# ---- alu_reg_bank_flat ----
### Cells coloured by class, alu_reg_bank_flat

Drawn at 4 px/um. Fill, decap, tap and diode cells in grey.
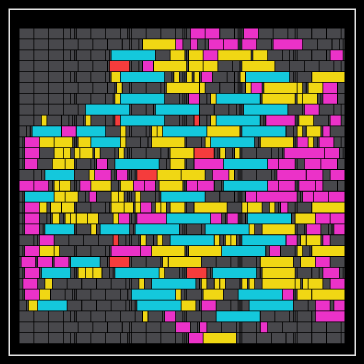

### src/rtl/alu_reg_bank_if.sv
// Operand read, write-back and flag bundle between the control unit/ALU and the register bank.
// Signal names are from the bank's point of view: i_* flow into the bank, o_* flow out of it.
// Flag vectors are packed {alu_carry, alu_zero}: bit 1 is carry and bit 0 is zero.
interface alu_reg_bank_if #(
    parameter int unsigned DATA_BUS_WIDTH = 8,
    parameter int unsigned REG_SEL_WIDTH  = 2
);
    logic [REG_SEL_WIDTH-1:0]  i_rd_sel_a;
    logic [REG_SEL_WIDTH-1:0]  i_rd_sel_b;
    logic [DATA_BUS_WIDTH-1:0] o_rd_data_a;
    logic [DATA_BUS_WIDTH-1:0] o_rd_data_b;
    logic                      i_wr_en;
    logic [REG_SEL_WIDTH-1:0]  i_wr_sel;
    logic                      i_wr_src;
    logic [DATA_BUS_WIDTH-1:0] i_alu_result;
    logic [DATA_BUS_WIDTH-1:0] i_bus_in;
    logic [1:0]                i_alu_flag_in;
    logic                      i_flag_we;
    logic                      i_carry_set;
    logic                      i_carry_clr;
    logic [1:0]                o_flags;
    logic [DATA_BUS_WIDTH-1:0] o_wr_count;

    modport master (
        output i_rd_sel_a, i_rd_sel_b, i_wr_en, i_wr_sel, i_wr_src, i_alu_result, i_bus_in,
        output i_alu_flag_in, i_flag_we, i_carry_set, i_carry_clr,
        input  o_rd_data_a, o_rd_data_b, o_flags, o_wr_count
    );

    modport slave (
        input  i_rd_sel_a, i_rd_sel_b, i_wr_en, i_wr_sel, i_wr_src, i_alu_result, i_bus_in,
        input  i_alu_flag_in, i_flag_we, i_carry_set, i_carry_clr,
        output o_rd_data_a, o_rd_data_b, o_flags, o_wr_count
    );
endinterface

### src/rtl/alu_reg_bank.sv
// General-purpose register bank and carry/zero flag register around the ALU.
// Two combinational read ports (optionally forwarding the pending write), one write port,
// a wrapping count of committed writes, and a flag register with carry force set/clear.
module alu_reg_bank #(
    parameter int unsigned DATA_BUS_WIDTH = 8,
    parameter int unsigned REG_COUNT      = 4,
    parameter int unsigned REG_SEL_WIDTH  = 2,
    parameter bit          BYPASS         = 1'b1
) (
    input logic          i_clk,
    input logic          i_rst,
    alu_reg_bank_if.slave io_bus
);
    logic [DATA_BUS_WIDTH-1:0] r_regs [REG_COUNT];
    logic [DATA_BUS_WIDTH-1:0] r_wr_count;
    logic                      r_carry;
    logic                      r_zero;

    logic [DATA_BUS_WIDTH-1:0] w_wr_data;
    logic                      w_wr_hit;
    logic                      w_wr_commit;
    logic                      w_sel_a_ok;
    logic                      w_sel_b_ok;
    logic [DATA_BUS_WIDTH-1:0] w_rd_data_a;
    logic [DATA_BUS_WIDTH-1:0] w_rd_data_b;

    function automatic logic sel_in_range(input logic [REG_SEL_WIDTH-1:0] sel);
        return int'(sel) < int'(REG_COUNT);
    endfunction

    // Write data selection and write qualification; selects past REG_COUNT are dropped.
    always_comb begin
        w_wr_data   = io_bus.i_wr_src ? io_bus.i_bus_in : io_bus.i_alu_result;
        w_wr_hit    = io_bus.i_wr_en && sel_in_range(io_bus.i_wr_sel);
        w_wr_commit = w_wr_hit && !i_rst;
        w_sel_a_ok  = sel_in_range(io_bus.i_rd_sel_a);
        w_sel_b_ok  = sel_in_range(io_bus.i_rd_sel_b);
    end

    // Read ports: stored value, overridden by the pending write data when forwarding is enabled.
    always_comb begin
        w_rd_data_a = '0;
        w_rd_data_b = '0;
        if (w_sel_a_ok) begin
            w_rd_data_a = r_regs[io_bus.i_rd_sel_a];
        end
        if (w_sel_b_ok) begin
            w_rd_data_b = r_regs[io_bus.i_rd_sel_b];
        end
        if (BYPASS && w_wr_hit && (io_bus.i_rd_sel_a == io_bus.i_wr_sel)) begin
            w_rd_data_a = w_wr_data;
        end
        if (BYPASS && w_wr_hit && (io_bus.i_rd_sel_b == io_bus.i_wr_sel)) begin
            w_rd_data_b = w_wr_data;
        end
    end

    // Register file storage.
    always_ff @(posedge i_clk) begin
        if (i_rst) begin
            for (int i = 0; i < int'(REG_COUNT); i++) begin
                r_regs[i] <= '0;
            end
        end else if (w_wr_commit) begin
            r_regs[io_bus.i_wr_sel] <= w_wr_data;
        end
    end

    // Committed-write counter, wraps naturally at 2^DATA_BUS_WIDTH.
    always_ff @(posedge i_clk) begin
        if (i_rst) begin
            r_wr_count <= '0;
        end else if (w_wr_commit) begin
            r_wr_count <= r_wr_count + 1'b1;
        end
    end

    // Flag register: zero follows flag_we only; carry honours clear over set over flag_we.
    always_ff @(posedge i_clk) begin
        if (i_rst) begin
            r_carry <= 1'b0;
            r_zero  <= 1'b0;
        end else begin
            if (io_bus.i_flag_we) begin
                r_zero <= io_bus.i_alu_flag_in[0];
            end
            if (io_bus.i_carry_clr) begin
                r_carry <= 1'b0;
            end else if (io_bus.i_carry_set) begin
                r_carry <= 1'b1;
            end else if (io_bus.i_flag_we) begin
                r_carry <= io_bus.i_alu_flag_in[1];
            end
        end
    end

    assign io_bus.o_rd_data_a = w_rd_data_a;
    assign io_bus.o_rd_data_b = w_rd_data_b;
    assign io_bus.o_flags     = {r_carry, r_zero};
    assign io_bus.o_wr_count  = r_wr_count;
endmodule

### src/flat_wrapper.sv
// flat-port wrapper written by rule: the top's interface ports become plain ports
module alu_reg_bank_flat 
#(
    parameter int unsigned DATA_BUS_WIDTH = 8,
    parameter int unsigned REG_COUNT      = 4,
    parameter int unsigned REG_SEL_WIDTH  = 2,
    parameter bit          BYPASS         = 1'b1
)
  (i_clk, i_rst, io_bus_i_rd_sel_a, io_bus_i_rd_sel_b, io_bus_i_wr_en, io_bus_i_wr_sel, io_bus_i_wr_src, io_bus_i_alu_result, io_bus_i_bus_in, io_bus_i_alu_flag_in, io_bus_i_flag_we, io_bus_i_carry_set, io_bus_i_carry_clr, io_bus_o_rd_data_a, io_bus_o_rd_data_b, io_bus_o_flags, io_bus_o_wr_count);
  alu_reg_bank_if #(.DATA_BUS_WIDTH(DATA_BUS_WIDTH), .REG_SEL_WIDTH(REG_SEL_WIDTH)) io_bus_i ();
  input logic i_clk;
  input logic i_rst;
  input wire logic [$bits(io_bus_i.i_rd_sel_a)-1:0] io_bus_i_rd_sel_a;
  input wire logic [$bits(io_bus_i.i_rd_sel_b)-1:0] io_bus_i_rd_sel_b;
  input wire logic [$bits(io_bus_i.i_wr_en)-1:0] io_bus_i_wr_en;
  input wire logic [$bits(io_bus_i.i_wr_sel)-1:0] io_bus_i_wr_sel;
  input wire logic [$bits(io_bus_i.i_wr_src)-1:0] io_bus_i_wr_src;
  input wire logic [$bits(io_bus_i.i_alu_result)-1:0] io_bus_i_alu_result;
  input wire logic [$bits(io_bus_i.i_bus_in)-1:0] io_bus_i_bus_in;
  input wire logic [$bits(io_bus_i.i_alu_flag_in)-1:0] io_bus_i_alu_flag_in;
  input wire logic [$bits(io_bus_i.i_flag_we)-1:0] io_bus_i_flag_we;
  input wire logic [$bits(io_bus_i.i_carry_set)-1:0] io_bus_i_carry_set;
  input wire logic [$bits(io_bus_i.i_carry_clr)-1:0] io_bus_i_carry_clr;
  output wire logic [$bits(io_bus_i.o_rd_data_a)-1:0] io_bus_o_rd_data_a;
  output wire logic [$bits(io_bus_i.o_rd_data_b)-1:0] io_bus_o_rd_data_b;
  output wire logic [$bits(io_bus_i.o_flags)-1:0] io_bus_o_flags;
  output wire logic [$bits(io_bus_i.o_wr_count)-1:0] io_bus_o_wr_count;
  assign io_bus_i.i_rd_sel_a = io_bus_i_rd_sel_a;
  assign io_bus_i.i_rd_sel_b = io_bus_i_rd_sel_b;
  assign io_bus_i.i_wr_en = io_bus_i_wr_en;
  assign io_bus_i.i_wr_sel = io_bus_i_wr_sel;
  assign io_bus_i.i_wr_src = io_bus_i_wr_src;
  assign io_bus_i.i_alu_result = io_bus_i_alu_result;
  assign io_bus_i.i_bus_in = io_bus_i_bus_in;
  assign io_bus_i.i_alu_flag_in = io_bus_i_alu_flag_in;
  assign io_bus_i.i_flag_we = io_bus_i_flag_we;
  assign io_bus_i.i_carry_set = io_bus_i_carry_set;
  assign io_bus_i.i_carry_clr = io_bus_i_carry_clr;
  assign io_bus_o_rd_data_a = io_bus_i.o_rd_data_a;
  assign io_bus_o_rd_data_b = io_bus_i.o_rd_data_b;
  assign io_bus_o_flags = io_bus_i.o_flags;
  assign io_bus_o_wr_count = io_bus_i.o_wr_count;
  alu_reg_bank #(.DATA_BUS_WIDTH(DATA_BUS_WIDTH), .REG_COUNT(REG_COUNT), .REG_SEL_WIDTH(REG_SEL_WIDTH), .BYPASS(BYPASS)) u_core (.i_clk(i_clk), .i_rst(i_rst), .io_bus(io_bus_i));
endmodule
### config.mk
export PLATFORM = sky130hd
export DESIGN_NAME = alu_reg_bank_flat
export DESIGN_NICKNAME = d
export VERILOG_FILES = /design/src/rtl/alu_reg_bank_if.sv /design/src/rtl/alu_reg_bank.sv /design/src/flat_wrapper.sv
export SDC_FILE = /design/constraint.sdc
export NUM_CORES = 1
export LEC_CHECK = 0
export CAP_MARGIN = 30
export CORE_MARGIN = 2
export CORE_UTILIZATION = 35
export DETAILED_ROUTE_END_ITERATION = 16
export HOLD_SLACK_MARGIN = 0.05
export PLACE_DENSITY = 0.64
export SYNTH_ARGS = -nofsm -noshare
export SYNTH_HDL_FRONTEND = slang
export SYNTH_SLANG_ARGS = --single-unit
### constraint.sdc
create_clock -name i_clk -period 3.05 [get_ports i_clk]
set_clock_uncertainty 0.1 [all_clocks]
set_input_delay 0.915 -clock i_clk [delete_from_list [all_inputs] [get_ports i_clk]]
set_output_delay 0.915 -clock i_clk [all_outputs]
set_load 0.005 [all_outputs]
# ---- stack_alu_engine ----
`src/rtl/stack_pkg.sv`:
```
// Shared opcode encoding, operand-count helper and FSM states for the stack ALU engine.
package stack_pkg;

  localparam logic [4:0] OP_NOP   = 5'd0;
  localparam logic [4:0] OP_PUSH  = 5'd1;
  localparam logic [4:0] OP_POP   = 5'd2;
  localparam logic [4:0] OP_DUP   = 5'd3;
  localparam logic [4:0] OP_SWAP  = 5'd4;
  localparam logic [4:0] OP_ADD   = 5'd5;
  localparam logic [4:0] OP_SUB   = 5'd6;
  localparam logic [4:0] OP_MUL   = 5'd7;
  localparam logic [4:0] OP_DIV   = 5'd8;
  localparam logic [4:0] OP_AND   = 5'd9;
  localparam logic [4:0] OP_NAND  = 5'd10;
  localparam logic [4:0] OP_OR    = 5'd11;
  localparam logic [4:0] OP_XOR   = 5'd12;
  localparam logic [4:0] OP_CMP   = 5'd13;
  localparam logic [4:0] OP_NOT   = 5'd14;
  localparam logic [4:0] OP_IF_EQ = 5'd15;
  localparam logic [4:0] OP_IF_GT = 5'd16;
  localparam logic [4:0] OP_IF_LT = 5'd17;
  localparam logic [4:0] OP_IF_GE = 5'd18;
  localparam logic [4:0] OP_IF_LE = 5'd19;

  typedef enum logic {IDLE, DIV} state_t;

  // Unassigned opcodes behave like NOP and therefore need no operands.
  function automatic logic [1:0] req_ops(input logic [4:0] op);
    case (op)
      OP_NOP, OP_PUSH:        req_ops = 2'd0;
      OP_POP, OP_DUP, OP_NOT: req_ops = 2'd1;
      default:                req_ops = (op <= OP_IF_LE) ? 2'd2 : 2'd0;
    endcase
  endfunction

endpackage

```
`src/rtl/serial_divider.sv`:
```
// Restoring unsigned divider, one quotient bit per cycle; the first bit is
// resolved on the start edge so done pulses WIDTH-1 cycles after start.
module serial_divider #(
  parameter int WIDTH = 16
) (
  input  logic             clk,
  input  logic             reset_n,
  input  logic             start,
  input  logic [WIDTH-1:0] dividend,
  input  logic [WIDTH-1:0] divisor,
  output logic             done,
  output logic [WIDTH-1:0] quotient
);

  localparam int CNTW = $clog2(WIDTH);

  logic [WIDTH-1:0] rem, quo, dsr;
  logic [WIDTH-1:0] rem_nx, quo_nx;
  logic [CNTW-1:0]  cnt;
  logic             running;

  // Shift the next dividend bit into the partial remainder and subtract if it fits.
  function automatic logic [2*WIDTH-1:0] div_step(input logic [WIDTH-1:0] r,
                                                  input logic [WIDTH-1:0] q,
                                                  input logic [WIDTH-1:0] d);
    logic [WIDTH:0] sh, diff;
    sh   = {r, q[WIDTH-1]};
    diff = sh - {1'b0, d};
    if (!diff[WIDTH]) div_step = {diff[WIDTH-1:0], q[WIDTH-2:0], 1'b1};
    else              div_step = {sh[WIDTH-1:0],   q[WIDTH-2:0], 1'b0};
  endfunction

  always_comb begin
    // NOTE: combinational outputs are fully assigned on every path so no latch is inferred.
    if (start) {rem_nx, quo_nx} = div_step('0, dividend, divisor);
    else       {rem_nx, quo_nx} = div_step(rem, quo, dsr);
  end

  always_ff @(posedge clk or negedge reset_n) begin
    if (!reset_n) begin
      rem     <= '0;
      quo     <= '0;
      dsr     <= '0;
      cnt     <= '0;
      running <= 1'b0;
      done    <= 1'b0;
    end else begin
      // NOTE: sequential state uses non-blocking assignments so all registers update together.
      done <= 1'b0;
      if (start) begin
        rem     <= rem_nx;
        quo     <= quo_nx;
        dsr     <= divisor;
        cnt     <= CNTW'(WIDTH - 1);
        running <= 1'b1;
      end else if (running) begin
        rem <= rem_nx;
        quo <= quo_nx;
        cnt <= cnt - CNTW'(1);
        if (cnt == CNTW'(1)) begin
          running <= 1'b0;
          done    <= 1'b1;
        end
      end
    end
  end

  assign quotient = quo;

endmodule

```
`src/rtl/stack_alu_engine.sv`:
```
// Operand stack with single-cycle ALU/compare ops and a serial divider,
// driven by a valid/ready command interface.
module stack_alu_engine
  import stack_pkg::*;
#(
  parameter int WIDTH = 16,
  parameter int DEPTH = 16,
  parameter int CW    = $clog2(DEPTH + 1)
) (
  input  logic             clk,
  input  logic             reset_n,
  input  logic             cmd_valid,
  output logic             cmd_ready,
  input  logic [4:0]       cmd_op,
  input  logic [WIDTH-1:0] cmd_data,
  output logic [WIDTH-1:0] tos,
  output logic [WIDTH-1:0] dout,
  output logic [CW-1:0]    depth,
  output logic             busy,
  output logic             cond_flag,
  output logic             err_ovf,
  output logic             err_udf,
  output logic             err_dz
);

  localparam int AW = $clog2(DEPTH);

  logic [WIDTH-1:0] mem [DEPTH];
  state_t           state, state_nx;

  logic [AW-1:0]    t_idx, n_idx, p_idx;
  logic [WIDTH-1:0] t_val, n_val;
  logic             accept, udf, ovf, ok, div_start, div_done;
  logic [WIDTH-1:0] div_q;
  logic             is_lt, is_eq;
  logic [WIDTH-1:0] alu_res;
  logic             cond_res, is_alu2;
  logic             we0, we1;
  logic [AW-1:0]    wi0, wi1;
  logic [WIDTH-1:0] wd0, wd1;

  assign t_idx = AW'(depth - CW'(1));
  assign n_idx = AW'(depth - CW'(2));
  assign p_idx = AW'(depth);
  assign t_val = (depth != '0)      ? mem[t_idx] : '0;
  assign n_val = (depth >= CW'(2))  ? mem[n_idx] : '0;
  assign tos   = t_val;

  assign busy      = (state == DIV);
  assign cmd_ready = (state == IDLE);

  // Underflow takes priority so a DUP on an empty stack reports only udf.
  assign accept    = cmd_valid && cmd_ready;
  assign udf       = accept && (depth < CW'(req_ops(cmd_op)));
  assign ovf       = accept && !udf && ((cmd_op == OP_PUSH) || (cmd_op == OP_DUP))
                     && (depth == CW'(DEPTH));
  assign ok        = accept && !udf && !ovf;
  assign div_start = ok && (cmd_op == OP_DIV) && (t_val != '0);

  assign is_lt = $signed(n_val) < $signed(t_val);
  assign is_eq = (n_val == t_val);

  serial_divider #(.WIDTH(WIDTH)) u_div (
    .clk      (clk),
    .reset_n  (reset_n),
    .start    (div_start),
    .dividend (n_val),
    .divisor  (t_val),
    .done     (div_done),
    .quotient (div_q)
  );

  always_comb begin
    alu_res  = '0;
    cond_res = 1'b0;
    is_alu2  = 1'b0;
    case (cmd_op)
      OP_ADD:   begin alu_res = n_val + t_val;     is_alu2 = 1'b1; end
      OP_SUB:   begin alu_res = n_val - t_val;     is_alu2 = 1'b1; end
      OP_MUL:   begin alu_res = n_val * t_val;     is_alu2 = 1'b1; end
      OP_AND:   begin alu_res = n_val & t_val;     is_alu2 = 1'b1; end
      OP_NAND:  begin alu_res = ~(n_val & t_val);  is_alu2 = 1'b1; end
      OP_OR:    begin alu_res = n_val | t_val;     is_alu2 = 1'b1; end
      OP_XOR:   begin alu_res = n_val ^ t_val;     is_alu2 = 1'b1; end
      OP_CMP: begin
        alu_res = is_lt ? '1 : (is_eq ? '0 : WIDTH'(1));
        is_alu2 = 1'b1;
      end
      // Divide by zero finishes immediately with an all-ones quotient.
      OP_DIV:   begin alu_res = '1; is_alu2 = (t_val == '0); end
      OP_NOT:   alu_res  = ~t_val;
      OP_IF_EQ: cond_res = is_eq;
      OP_IF_GT: cond_res = !is_lt && !is_eq;
      OP_IF_LT: cond_res = is_lt;
      OP_IF_GE: cond_res = !is_lt;
      OP_IF_LE: cond_res = is_lt || is_eq;
      default:  ;
    endcase
  end

  always_comb begin
    state_nx = state;
    case (state)
      IDLE:    if (div_start) state_nx = DIV;
      DIV:     if (div_done)  state_nx = IDLE;
      default: state_nx = IDLE;
    endcase
  end

  // Two write ports: SWAP is the only op that touches two entries at once.
  always_comb begin
    we0 = 1'b0;
    wi0 = '0;
    wd0 = '0;
    we1 = 1'b0;
    wi1 = '0;
    wd1 = '0;
    if (state == DIV) begin
      if (div_done) begin
        we0 = 1'b1;
        wi0 = n_idx;
        wd0 = div_q;
      end
    end else if (ok) begin
      case (cmd_op)
        OP_PUSH: begin we0 = 1'b1; wi0 = p_idx; wd0 = cmd_data; end
        OP_DUP:  begin we0 = 1'b1; wi0 = p_idx; wd0 = t_val;    end
        OP_SWAP: begin
          we0 = 1'b1; wi0 = t_idx; wd0 = n_val;
          we1 = 1'b1; wi1 = n_idx; wd1 = t_val;
        end
        OP_NOT:  begin we0 = 1'b1; wi0 = t_idx; wd0 = alu_res;  end
        default: if (is_alu2) begin we0 = 1'b1; wi0 = n_idx; wd0 = alu_res; end
      endcase
    end
  end

  // NOTE: the storage array has no reset; depth=0 masks whatever it holds.
  always_ff @(posedge clk) begin
    if (we0) mem[wi0] <= wd0;
    if (we1) mem[wi1] <= wd1;
  end

  always_ff @(posedge clk or negedge reset_n) begin
    if (!reset_n) state <= IDLE;
    else          state <= state_nx;
  end

  always_ff @(posedge clk or negedge reset_n) begin
    if (!reset_n) begin
      depth     <= '0;
      dout      <= '0;
      cond_flag <= 1'b0;
      err_ovf   <= 1'b0;
      err_udf   <= 1'b0;
      err_dz    <= 1'b0;
    end else begin
      err_ovf <= ovf;
      err_udf <= udf;
      err_dz  <= ok && (cmd_op == OP_DIV) && (t_val == '0);
      if (state == DIV) begin
        if (div_done) begin
          depth <= depth - CW'(1);
          dout  <= div_q;
        end
      end else if (ok) begin
        case (cmd_op)
          OP_PUSH, OP_DUP: depth <= depth + CW'(1);
          OP_POP: begin
            dout  <= t_val;
            depth <= depth - CW'(1);
          end
          OP_NOT: dout <= alu_res;
          OP_IF_EQ, OP_IF_GT, OP_IF_LT, OP_IF_GE, OP_IF_LE: begin
            depth     <= depth - CW'(2);
            cond_flag <= cond_res;
          end
          default: if (is_alu2) begin
            depth <= depth - CW'(1);
            dout  <= alu_res;
          end
        endcase
      end
    end
  end

endmodule

```
`config.mk`:
```
export PLATFORM = sky130hd
export DESIGN_NAME = stack_alu_engine
export DESIGN_NICKNAME = d
export VERILOG_FILES = /design/src/rtl/stack_pkg.sv /design/src/rtl/serial_divider.sv /design/src/rtl/stack_alu_engine.sv
export SDC_FILE = /design/constraint.sdc
export NUM_CORES = 1
export LEC_CHECK = 0
export ABC_CLOCK_PERIOD_IN_PS = 9830
export CORE_ASPECT_RATIO = 1.25
export CORE_MARGIN = 2
export CORE_UTILIZATION = 44
export CTS_CLUSTER_DIAMETER = 40
export DETAILED_ROUTE_END_ITERATION = 7
export SETUP_SLACK_MARGIN = 0.3
export SLEW_MARGIN = 20
export SYNTH_ARGS = -nofsm -noshare
export SYNTH_HDL_FRONTEND = slang
export SYNTH_HIERARCHICAL = 1
export SYNTH_SLANG_ARGS = --single-unit
```
`constraint.sdc`:
```
create_clock -name clk -period 9.83 [get_ports clk]
set_input_delay 2.4575 -clock clk [delete_from_list [all_inputs] [get_ports clk]]
set_output_delay 2.4575 -clock clk [all_outputs]
set_load 0.005 [all_outputs]
```
# ---- regfile_write_arbiter ----
===== src/rtl/regfile_write_arbiter.sv =====
// regfile_write_arbiter
// Shares the single register-file write port between the ALU writeback path
// (source 0) and the memory-load writeback path (source 1). Each source feeds
// a one-entry holding slot. A round-robin arbiter drains the slots into a
// registered write port. pendingMask reports every register that has a write
// queued in a slot or currently on the write port.
//
// Handshake (both sources): a transfer happens on a rising clk edge when
// xValid && xReady. xReady = !xFull || xGrant, so it is a function of
// registered state only and never looks at xValid. A full slot that is being
// granted may accept a new entry on the same edge (drain and refill). A
// source must hold Reg/Data stable while Valid && !Ready.
module regfile_write_arbiter #(
  parameter int DATA_WIDTH = 32,
  parameter int ADDR_WIDTH = 5,
  parameter int NUM_REGS   = 32
) (
  input  logic                  clk,
  input  logic                  resetN,
  input  logic                  aluValid,
  output logic                  aluReady,
  input  logic [ADDR_WIDTH-1:0] aluReg,
  input  logic [DATA_WIDTH-1:0] aluData,
  input  logic                  memValid,
  output logic                  memReady,
  input  logic [ADDR_WIDTH-1:0] memReg,
  input  logic [DATA_WIDTH-1:0] memData,
  output logic [ADDR_WIDTH-1:0] writeRegister,
  output logic [DATA_WIDTH-1:0] writeData,
  output logic                  regWrite,
  output logic [NUM_REGS-1:0]   pendingMask
);

  localparam logic SRC_ALU = 1'b0;
  localparam logic SRC_MEM = 1'b1;

  // ALU holding slot
  logic                  r_alu_full;
  logic [ADDR_WIDTH-1:0] r_alu_reg;
  logic [DATA_WIDTH-1:0] r_alu_data;

  // Memory-load holding slot
  logic                  r_mem_full;
  logic [ADDR_WIDTH-1:0] r_mem_reg;
  logic [DATA_WIDTH-1:0] r_mem_data;

  // Round-robin pointer: source preferred when both slots are full
  logic                  r_rr_ptr;

  // Registered write port
  logic [ADDR_WIDTH-1:0] r_write_register;
  logic [DATA_WIDTH-1:0] r_write_data;
  logic                  r_reg_write;

  logic                  w_alu_grant;
  logic                  w_mem_grant;
  logic                  w_any_grant;
  logic                  w_alu_ready;
  logic                  w_mem_ready;
  logic                  w_alu_take;
  logic                  w_mem_take;
  logic [ADDR_WIDTH-1:0] w_grant_reg;
  logic [DATA_WIDTH-1:0] w_grant_data;
  logic [NUM_REGS-1:0]   w_alu_onehot;
  logic [NUM_REGS-1:0]   w_mem_onehot;
  logic [NUM_REGS-1:0]   w_out_onehot;

  localparam logic [NUM_REGS-1:0] ONE = {{(NUM_REGS-1){1'b0}}, 1'b1};

  // Arbitration: a lone full slot wins; with both full the pointer decides
  always_comb begin
    w_alu_grant = r_alu_full && (!r_mem_full || (r_rr_ptr == SRC_ALU));
    w_mem_grant = r_mem_full && (!r_alu_full || (r_rr_ptr == SRC_MEM));
    w_any_grant = w_alu_grant || w_mem_grant;
  end

  // Ready depends only on slot occupancy and the grant, never on valid
  always_comb begin
    w_alu_ready = !r_alu_full || w_alu_grant;
    w_mem_ready = !r_mem_full || w_mem_grant;
    w_alu_take  = aluValid && w_alu_ready;
    w_mem_take  = memValid && w_mem_ready;
  end

  // Select the granted slot's contents for the write port
  always_comb begin
    w_grant_reg  = r_alu_reg;
    w_grant_data = r_alu_data;
    if (w_mem_grant) begin
      w_grant_reg  = r_mem_reg;
      w_grant_data = r_mem_data;
    end
  end

  // ALU slot: fill on transfer (also when draining the same edge), else empty on grant
  always_ff @(posedge clk or negedge resetN) begin
    if (!resetN) begin
      r_alu_full <= 1'b0;
      r_alu_reg  <= '0;
      r_alu_data <= '0;
    end else if (w_alu_take) begin
      r_alu_full <= 1'b1;
      r_alu_reg  <= aluReg;
      r_alu_data <= aluData;
    end else if (w_alu_grant) begin
      r_alu_full <= 1'b0;
    end
  end

  // Memory slot: fill on transfer (also when draining the same edge), else empty on grant
  always_ff @(posedge clk or negedge resetN) begin
    if (!resetN) begin
      r_mem_full <= 1'b0;
      r_mem_reg  <= '0;
      r_mem_data <= '0;
    end else if (w_mem_take) begin
      r_mem_full <= 1'b1;
      r_mem_reg  <= memReg;
      r_mem_data <= memData;
    end else if (w_mem_grant) begin
      r_mem_full <= 1'b0;
    end
  end

  // Round-robin pointer moves to the source that was not just granted
  always_ff @(posedge clk or negedge resetN) begin
    if (!resetN) begin
      r_rr_ptr <= SRC_ALU;
    end else if (w_alu_grant) begin
      r_rr_ptr <= SRC_MEM;
    end else if (w_mem_grant) begin
      r_rr_ptr <= SRC_ALU;
    end
  end

  // Write port: load the granted entry; index/data hold when idle
  always_ff @(posedge clk or negedge resetN) begin
    if (!resetN) begin
      r_reg_write      <= 1'b0;
      r_write_register <= '0;
      r_write_data     <= '0;
    end else if (w_any_grant) begin
      r_reg_write      <= 1'b1;
      r_write_register <= w_grant_reg;
      r_write_data     <= w_grant_data;
    end else begin
      r_reg_write      <= 1'b0;
    end
  end

  // Pending registers: anything sitting in a slot or on the write port
  always_comb begin
    w_alu_onehot = r_alu_full  ? (ONE << r_alu_reg)        : '0;
    w_mem_onehot = r_mem_full  ? (ONE << r_mem_reg)        : '0;
    w_out_onehot = r_reg_write ? (ONE << r_write_register) : '0;
    pendingMask  = w_alu_onehot | w_mem_onehot | w_out_onehot;
  end

  assign aluReady      = w_alu_ready;
  assign memReady      = w_mem_ready;
  assign writeRegister = r_write_register;
  assign writeData     = r_write_data;
  assign regWrite      = r_reg_write;

endmodule


===== config.mk =====
export PLATFORM = sky130hd
export DESIGN_NAME = regfile_write_arbiter
export DESIGN_NICKNAME = d
export VERILOG_FILES = /design/src/rtl/regfile_write_arbiter.sv
export SDC_FILE = /design/constraint.sdc
export NUM_CORES = 1
export LEC_CHECK = 0
export CORE_ASPECT_RATIO = 1.75
export CORE_MARGIN = 2
export CORE_UTILIZATION = 39
export CTS_CLUSTER_SIZE = 30
export DETAILED_ROUTE_END_ITERATION = 8
export PLACE_DENSITY = 0.67
export SYNTH_ARGS = -nofsm -noshare
export SYNTH_HDL_FRONTEND = slang
export SYNTH_SLANG_ARGS = --single-unit

===== constraint.sdc =====
create_clock -name clk -period 2.3 [get_ports clk]
set_input_delay 0.23 -clock clk [delete_from_list [all_inputs] [get_ports clk]]
set_output_delay 0.23 -clock clk [all_outputs]
set_load 0.01 [all_outputs]

# ---- pc_branch_unit ----
File: src/rtl/pc_branch_unit.sv
// ============================================================================
// pc_branch_unit : BIP-2 program-counter sequencer with branch decode and HLT
// Revision 1.0
// ============================================================================
`default_nettype none

module pc_branch_unit #(
  parameter int                    PC_WIDTH = 11,
  parameter logic [PC_WIDTH-1:0]   RESET_PC = '0
) (
  input  logic                clk_i,
  input  logic                rst_n_i,
  input  logic                en_i,
  input  logic [4:0]          opcode_i,
  input  logic [PC_WIDTH-1:0] operand_i,
  input  logic                flags_we_i,
  input  logic                alu_zero_i,
  input  logic                alu_neg_i,
  output logic [PC_WIDTH-1:0] pc_o,
  output logic [PC_WIDTH-1:0] incrementer_o,
  output logic [PC_WIDTH-1:0] ext_o,
  output logic                branch_o,
  output logic                halted_o,
  output logic                flag_z_o,
  output logic                flag_n_o
);

  localparam logic [4:0] OP_HLT = 5'h00;
  localparam logic [4:0] OP_BEQ = 5'h08;
  localparam logic [4:0] OP_BNE = 5'h09;
  localparam logic [4:0] OP_BGT = 5'h0A;
  localparam logic [4:0] OP_BGE = 5'h0B;
  localparam logic [4:0] OP_BLT = 5'h0C;
  localparam logic [4:0] OP_BLE = 5'h0D;
  localparam logic [4:0] OP_JMP = 5'h0E;

  typedef enum logic [1:0] {
    BOOT = 2'd0,
    RUN  = 2'd1,
    HALT = 2'd2
  } state_t;

  state_t              state, state_next;
  logic [PC_WIDTH-1:0] pc, pc_next, pc_inc;
  logic                flag_z, flag_n, flag_z_next, flag_n_next;
  logic                cond_true;
  logic                branch;

  assign pc_inc = pc + {{(PC_WIDTH-1){1'b0}}, 1'b1};

  // Condition evaluation uses only the latched flags, so a branch sharing a
  // cycle with a flag write sees the previous instruction's status.
  always_comb begin
    cond_true = 1'b0;
    case (opcode_i)
      OP_BEQ:  cond_true = flag_z;
      OP_BNE:  cond_true = ~flag_z;
      OP_BGT:  cond_true = ~flag_z & ~flag_n;
      OP_BGE:  cond_true = ~flag_n;
      OP_BLT:  cond_true = flag_n;
      OP_BLE:  cond_true = flag_n | flag_z;
      OP_JMP:  cond_true = 1'b1;
      default: cond_true = 1'b0;
    endcase
  end

  assign branch = (state == RUN) & cond_true;

  always_comb begin
    state_next  = state;
    pc_next     = pc;
    flag_z_next = flag_z;
    flag_n_next = flag_n;
    case (state)
      BOOT: state_next = RUN;
      RUN: begin
        if (en_i) begin
          if (opcode_i == OP_HLT) begin
            // PC parks on the HLT instruction itself.
            state_next = HALT;
          end else begin
            pc_next = branch ? operand_i : pc_inc;
          end
          if (flags_we_i) begin
            flag_z_next = alu_zero_i;
            flag_n_next = alu_neg_i;
          end
        end
      end
      HALT:    state_next = HALT;
      default: state_next = BOOT;
    endcase
  end

  always_ff @(posedge clk_i or negedge rst_n_i) begin
    if (!rst_n_i) begin
      state  <= BOOT;
      pc     <= RESET_PC;
      flag_z <= 1'b0;
      flag_n <= 1'b0;
    end else begin
      state  <= state_next;
      pc     <= pc_next;
      flag_z <= flag_z_next;
      flag_n <= flag_n_next;
    end
  end

  assign pc_o          = pc;
  assign incrementer_o = pc_inc;
  assign ext_o         = operand_i;
  assign branch_o      = branch;
  assign halted_o      = (state == HALT);
  assign flag_z_o      = flag_z;
  assign flag_n_o      = flag_n;

endmodule

`default_nettype wire

File: config.mk
export PLATFORM = sky130hd
export DESIGN_NAME = pc_branch_unit
export DESIGN_NICKNAME = d
export VERILOG_FILES = /design/src/rtl/pc_branch_unit.sv
export SDC_FILE = /design/constraint.sdc
export NUM_CORES = 1
export LEC_CHECK = 0
export CAP_MARGIN = 0
export CORE_UTILIZATION = 42
export CTS_CLUSTER_DIAMETER = 80
export CTS_CLUSTER_SIZE = 40
export DETAILED_ROUTE_END_ITERATION = 16
export PLACE_DENSITY = 0.85
export SLEW_MARGIN = 30
export SYNTH_ARGS = -nofsm -noshare
export SYNTH_HDL_FRONTEND = slang
export SYNTH_SLANG_ARGS = --single-unit
File: constraint.sdc
create_clock -name clk_i -period 3.2 [get_ports clk_i]
set_input_delay 0.32 -clock clk_i [delete_from_list [all_inputs] [get_ports clk_i]]
set_output_delay 0.32 -clock clk_i [all_outputs]
set_load 0.02 [all_outputs]

==> screenshots <==
Clock network drawn from the DEF.
Plate I
Drawn at 6 px/um.
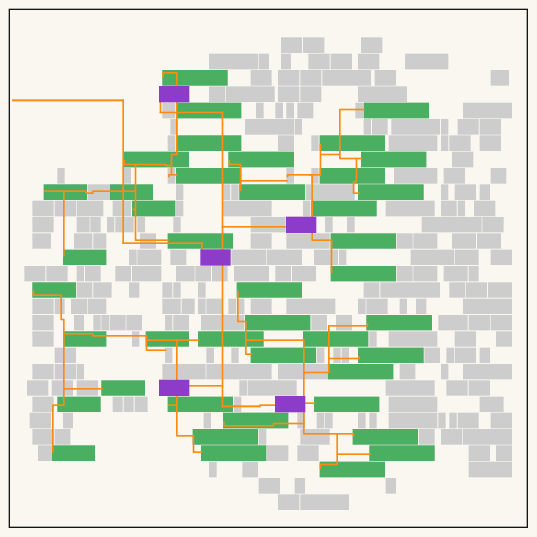
Plate II
Drawn at 1.5 px/um.
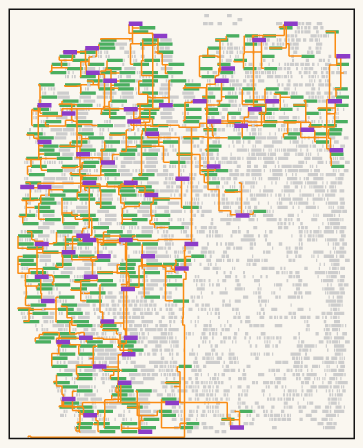
Plate III
Drawn at 10 px/um.
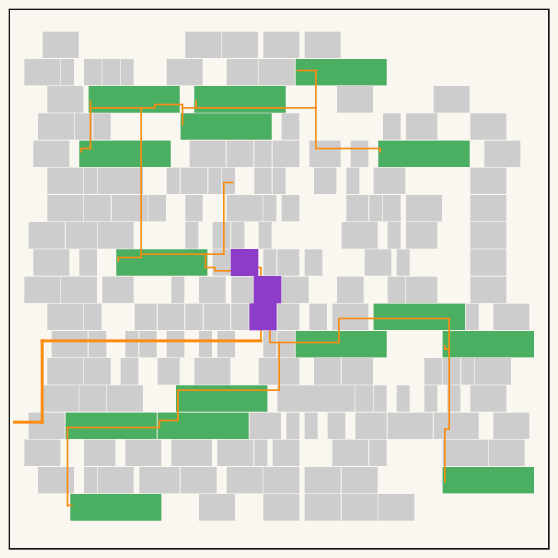
Plate IV
Drawn at 4 px/um.
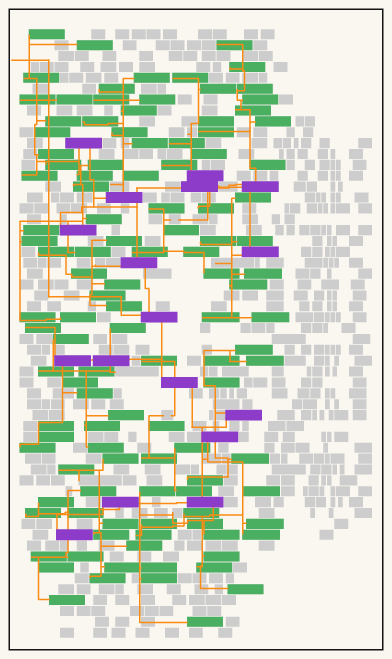
The one with the smallest die is Plate III.
The one with the largest die is Plate II.
pc_branch_unit -> Plate III
alu_reg_bank_flat -> Plate I
stack_alu_engine -> Plate II
regfile_write_arbiter -> Plate IV

Key to Plate IV:
[orange] clock wires | length: 1520 um
[green] flip-flops | count: 115
[purple] clock-net drivers | count: 17
routed clock nets: 18

### The metal 2 layer, alu_reg_bank_flat

Drawn at 6 px/um.
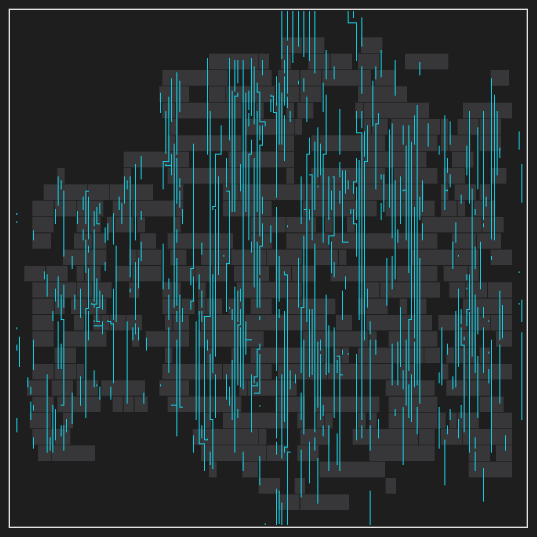
nets with wire on the layer: 270
main direction: vertical
share of all routed wire: 50%

### The clock network, alu_reg_bank_flat

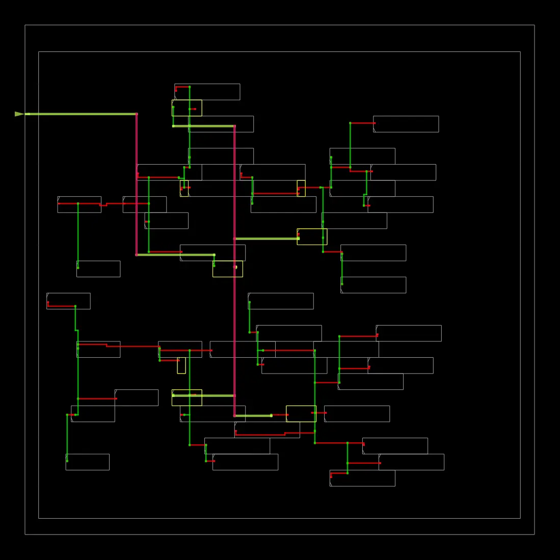
Latency at later pin: 290 ps
clock buffers: 5
clk sinks: 42

## Picture notes: 'Cells coloured by class' of alu_reg_bank_flat
| colour | class | cells | share of their area |
|---|---|---|---|
| cyan | registers | 42 | 34% |
| magenta | remaining buffers and delay cells | 97 | 28% |
| red | clock drivers and dummy loads | 8 | 2.3% |
| yellow | remaining logic cells | 137 | 36% |
core area: 0.00642 sq mm
row cnt: 29
final core utilization: 55.2%
sequential share of cell area: 32.7%
cell area after layout: 0.00355 sq mm

==> flow_metrics.tcl, alu_reg_bank_flat <==
# metrics dict for downstream scripts
set metrics [dict create \
    dp.cells 342 \
    use_met1_pct 20.1 \
    cts_buffers 5 \
    yosys.stat.seqShare_pct 49.2 \
    tightestPinTransition_ps 412 \
    outcome "complete, no violations" \
    cts_max_level 2 \
    flop_area_sq_mm 0.00116 \
    die_w_um 86.1 \
    comb_share_pct 32.9 \
    hold_slack_ps 388 \
    worstPathRequired_ps 2030 \
    cts_tree "yes" \
    largest_cell_class "logic gates" \
    maxSlewHeadroom_pct 72.5 \
]
alu_reg_bank_flat: critical path, cell delays in order:
cell and delay [ps]:
clkdlybuf4s50_1 500, mux2i_4 80, buf_4 140, mux2i_1 130, clkdlybuf4s15_1 220
alu_reg_bank_flat: cells by family after synthesis:
group,Yosys count,synth area share [%]
fa+ha+maj,1,0.530
buf+inv,31,6.63
flops,42,49.2
compound gates,8,2.33
simple gates,61,12.4
xor+xnor,7,2.60
mux,42,26.3
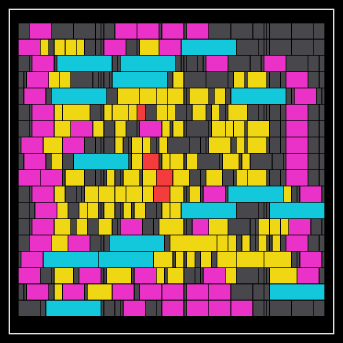
*Cells coloured by class, pc_branch_unit*
Drawn at 6 px/um. Fill, decap, tap and diode cells in grey.
| colour | class | cells | share of their area |
|---|---|---|---|
| yellow | remaining logic cells | 105 | 40% |
| magenta | remaining buffers and delay cells | 59 | 36% |
| cyan | registers | 15 | 23% |
| red | clock drivers and dummy loads | 4 | 1.6% |
row cnt: 18
cell area after layout: 0.00168 sq mm
final core utilization: 67.3%

==> flow_metrics.tcl, pc_branch_unit <==
# metrics dict for downstream scripts
set metrics [dict create \
    comb_area_sq_um 622 \
    grt_usage_pct 23.8 \
    grt_pass1_vias 1157 \
    logic_gate_count 96 \
    ys_chip_area_sq_mm 0.00113 \
    synth.distinct_cells 33 \
    drive_above_1_share_pct 6.01 \
    synth.most_common_cell "nand3_1" \
    gr-total-overflow 0 \
    crit_path_start_kind "register" \
    critPathArrivalTime_ps 2390 \
    grt_setup_unrepaired "false" \
    clkbuf_count 4 \
    yosys.stat.seqShare_pct 33.3 \
    drt_first_pass_iters 7 \
    cts_buffers 3 \
    r2r_end "pc_o[10]" \
    finalSetupViolations 0 \
    clk_pin_slew_ps 100 \
    warnings 28 \
    fin_ws_ps 485 \
    synthTopCellsByArea "dfrtp_1 (33%), nand3_1 (7.5%), buf_4 (7.3%), xnor2_1 (5.4%), nand2_1 (4.7%)" \
    finalHoldViolCount 0 \
    top_cells_by_count "nand3_1 (17), dfrtp_1 (15), nand2_1 (14), buf_4 (11), inv_1 (8)" \
    via_count 1171 \
    layout.nonclk_buf_share_pct 34.9 \
    final_cell_mix "clkdlybuf4s50_1 (58), nand3_1 (17), dfrtp_1 (15), nand2_1 (14), inv_1 (8)" \
    lay_top_count "clkdlybuf4s50_1" \
    drt-initial-drc-count 11 \
    outcome "complete, no violations" \
    cts-hold-fix-buffers 0 \
]
pc_branch_unit: metal layers:
metal	global-route usage [%]	part of all wire, %
met3	3.11	4.6
met4	5.70	0.87
met1	28.5	44
met2	44.0	51
met5	0	0
pc_branch_unit: worst max-delay path, stage by stage (launching register included):
cell and delay [ps]:
dfrtp_1 420, ha_1 260, nand2_1 100, nor2_1 320, nand3_1 220, xnor2_1 180
clkdlybuf4s50_1 620
pc_branch_unit: registers in the layout (all words and copies together), names as in the netlist:
name	flops
flag_n_o	1
flag_z_o	1
pc_o	11
state	2
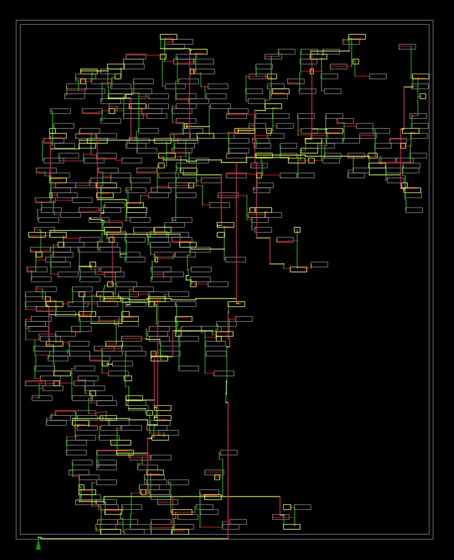
*The clock network, stack_alu_engine*
flop count: 336
CTS Buf Count: 61
clk sinks: 336
Latency at later pin: 630 ps

==> flow_metrics.tcl, stack_alu_engine <==
# metrics dict for downstream scripts
set metrics [dict create \
    synth.distinct_cells 106 \
    edf_count 256 \
    syn-cell-area_sq_mm 0.0278 \
    worstPathRequired_ps 10160 \
    cts_tree "yes" \
    final_cell_mix "nor2_1 (394), a21oi_1 (313), nand2_1 (268), edfxtp_1 (256), inv_1 (206)" \
    comb_share_pct 51.9 \
    crit_path_start_kind "register" \
    synth_simple_gate_area_share_pct 13.9 \
    tightestPinTransition_ps 1080 \
    cp_top_family "adder cells" \
    nFillCells 5822 \
    ys_chip_area_sq_mm 0.0278 \
    fin_crit_sh_pct 94.0 \
    via_count 24413 \
    ant_nets 0 \
    clockRootBuffer "clkbuf_16" \
    ys_cells 2878 \
    min_to "dout[1]" \
    critPathArrivalTime_ps 9570 \
    hold_start "dout[1]" \
    stdcell_count 3813 \
    cts_max_level 2 \
    dp.cells 3689 \
    fin_tns_setup_ps 0 \
    rows 103 \
    maxSlewHeadroom_pct 27.8 \
    lay_top_count "nor2_1" \
    outcome "complete, no violations" \
]
## stack_alu_engine: synthesized netlist by cell type, types with 14 or more instances
library cell,instances
a211oi_1,19
a21o_1,15
a21oi_1,314
a21oi_2,15
a221oi_1,16
a31oi_1,18
and2_1,18
and3_1,16
buf_1,16
buf_2,28
buf_4,17
clkbuf_1,133
dfrtp_1,80
edfxtp_1,256
fa_1,83
ha_1,124
inv_1,206
mux2i_1,60
mux4_2,140
nand2_1,269
nand2b_1,20
nand3_1,35
nor2_1,409
nor2b_1,17
nor3_1,35
o211ai_1,18
o21ai_0,165
o21ai_1,15
o31ai_1,14
or3_1,19
xnor2_1,39
### The clock network, regfile_write_arbiter

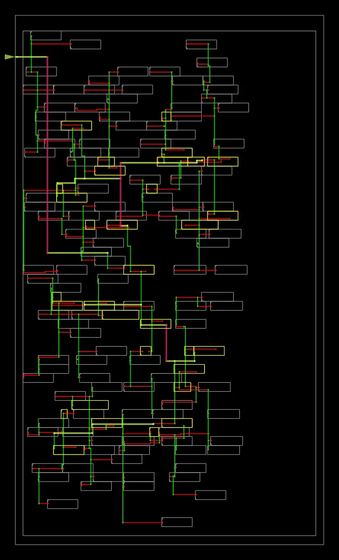
Final Skew: 8.29 ps
CTS Buf Count: 17
flop count: 115
clk sinks: 115

==> flow_metrics.tcl, regfile_write_arbiter <==
# metrics dict for downstream scripts
set metrics [dict create \
    worstPathRequired_ps 2070 \
    crit_type "register to output port" \
    outcome "complete, no violations" \
    postCtsResizedCells 7 \
    routed_via_density 5.43 \
    via_count 4303 \
    cp_cell_sequence "nor4b_2 > buf_4 > a22oi_1 > nand2_1 > clkdlybuf4s50_1" \
    reg2reg_from "r_alu_full" \
    yosys.stat.seqShare_pct 53.2 \
    fmax_ghz 0.444 \
    comb_area_sq_mm 0.00238 \
    ys_cells 437 \
    crit_path_start_kind "register" \
    r2r_end "r_mem_data[19]" \
    synthAdderAreaFrac_pct 0 \
    postPlaceCellArea_sq_mm 0.00713 \
    grt_usage_pct 21.4 \
    post-cts-setup-buffers 1 \
    port-buffer-count 149 \
    crit_path_end_kind "output port" \
    cts-hold-fix-buffers 1 \
    ys_chip_area_sq_mm 0.00541 \
    gr-usage-met2_pct 40.6 \
]
==> regfile_write_arbiter: area by class of cell <==
cell class / count / area share, %
sequential: 115 / 36.7
multi-input combinational: 289 / 30.3
timing repair buffer: 178 / 22.1
clock buffer: 20 / 5.93
tap: 174 / 2.77
clock inverter: 12 / 1.97
inverter: 4 / 0.191
antenna: 1 / 0.0318
==> regfile_write_arbiter: routing by layer <==
layer | vias up | wire [um]
met1 | 2163 | 5430
met4 | 0 | 415
met5 | - | 0
li1 | 1948 | -
met3 | 34 | 694
met2 | 158 | 8890


==> gallery <==
Nets reached from selected ports.
shot_01.png
Drawn at 3 px/um.
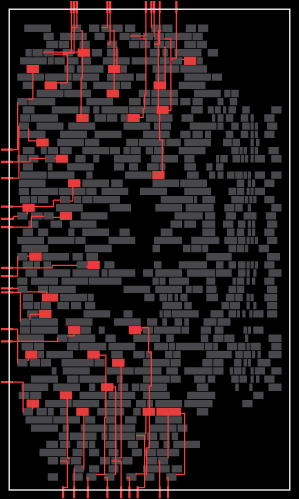
shot_02.png
Drawn at 4 px/um.
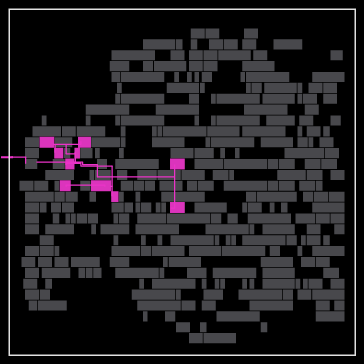
shot_03.png
Drawn at 1.5 px/um.
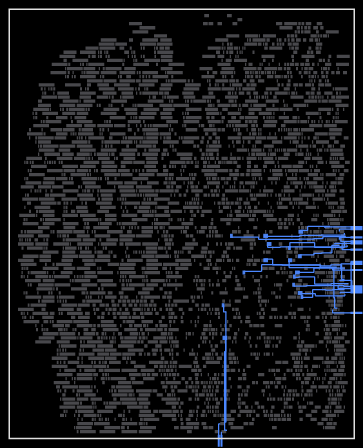
shot_04.png
Drawn at 6 px/um.
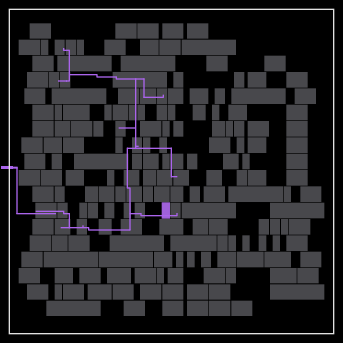
Of these, smallest die: shot_04.png
Of these, largest die: shot_03.png
pc_branch_unit is shot_04.png.
alu_reg_bank_flat is shot_02.png.
stack_alu_engine is shot_03.png.
regfile_write_arbiter is shot_01.png.

Key to shot_04.png:
| colour | port | bits | direction | end cells | buffers | wire |
|---|---|---|---|---|---|---|
| purple | `branch_o` | 1 | output | 1 | 1 | 114 um |


==> layout pictures side by side <==
The metal 2 layer.
image #1
Drawn at 4 px/um.
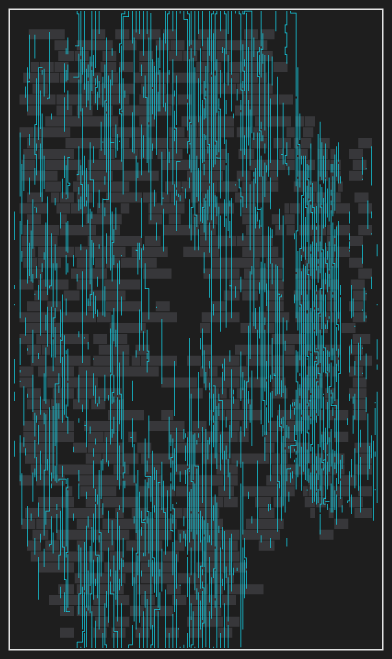
image #2
Drawn at 10 px/um.
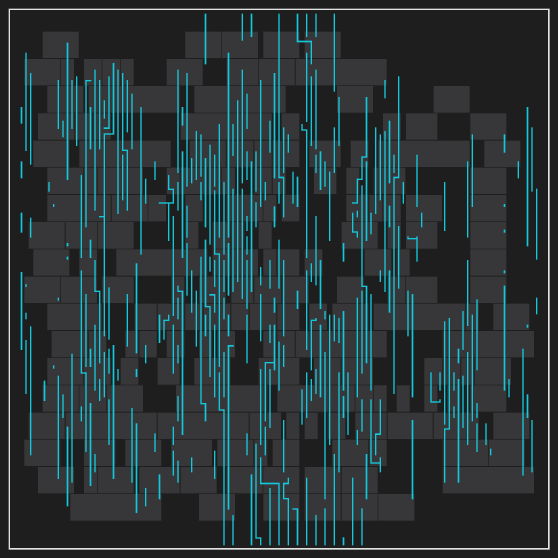
image #3
Drawn at 1.5 px/um.
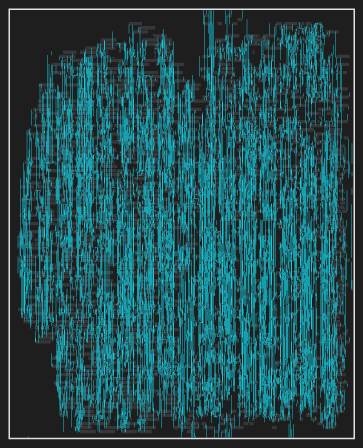
Of these, smallest die: image #2
image #2: pc_branch_unit
image #1: regfile_write_arbiter
image #3: stack_alu_engine

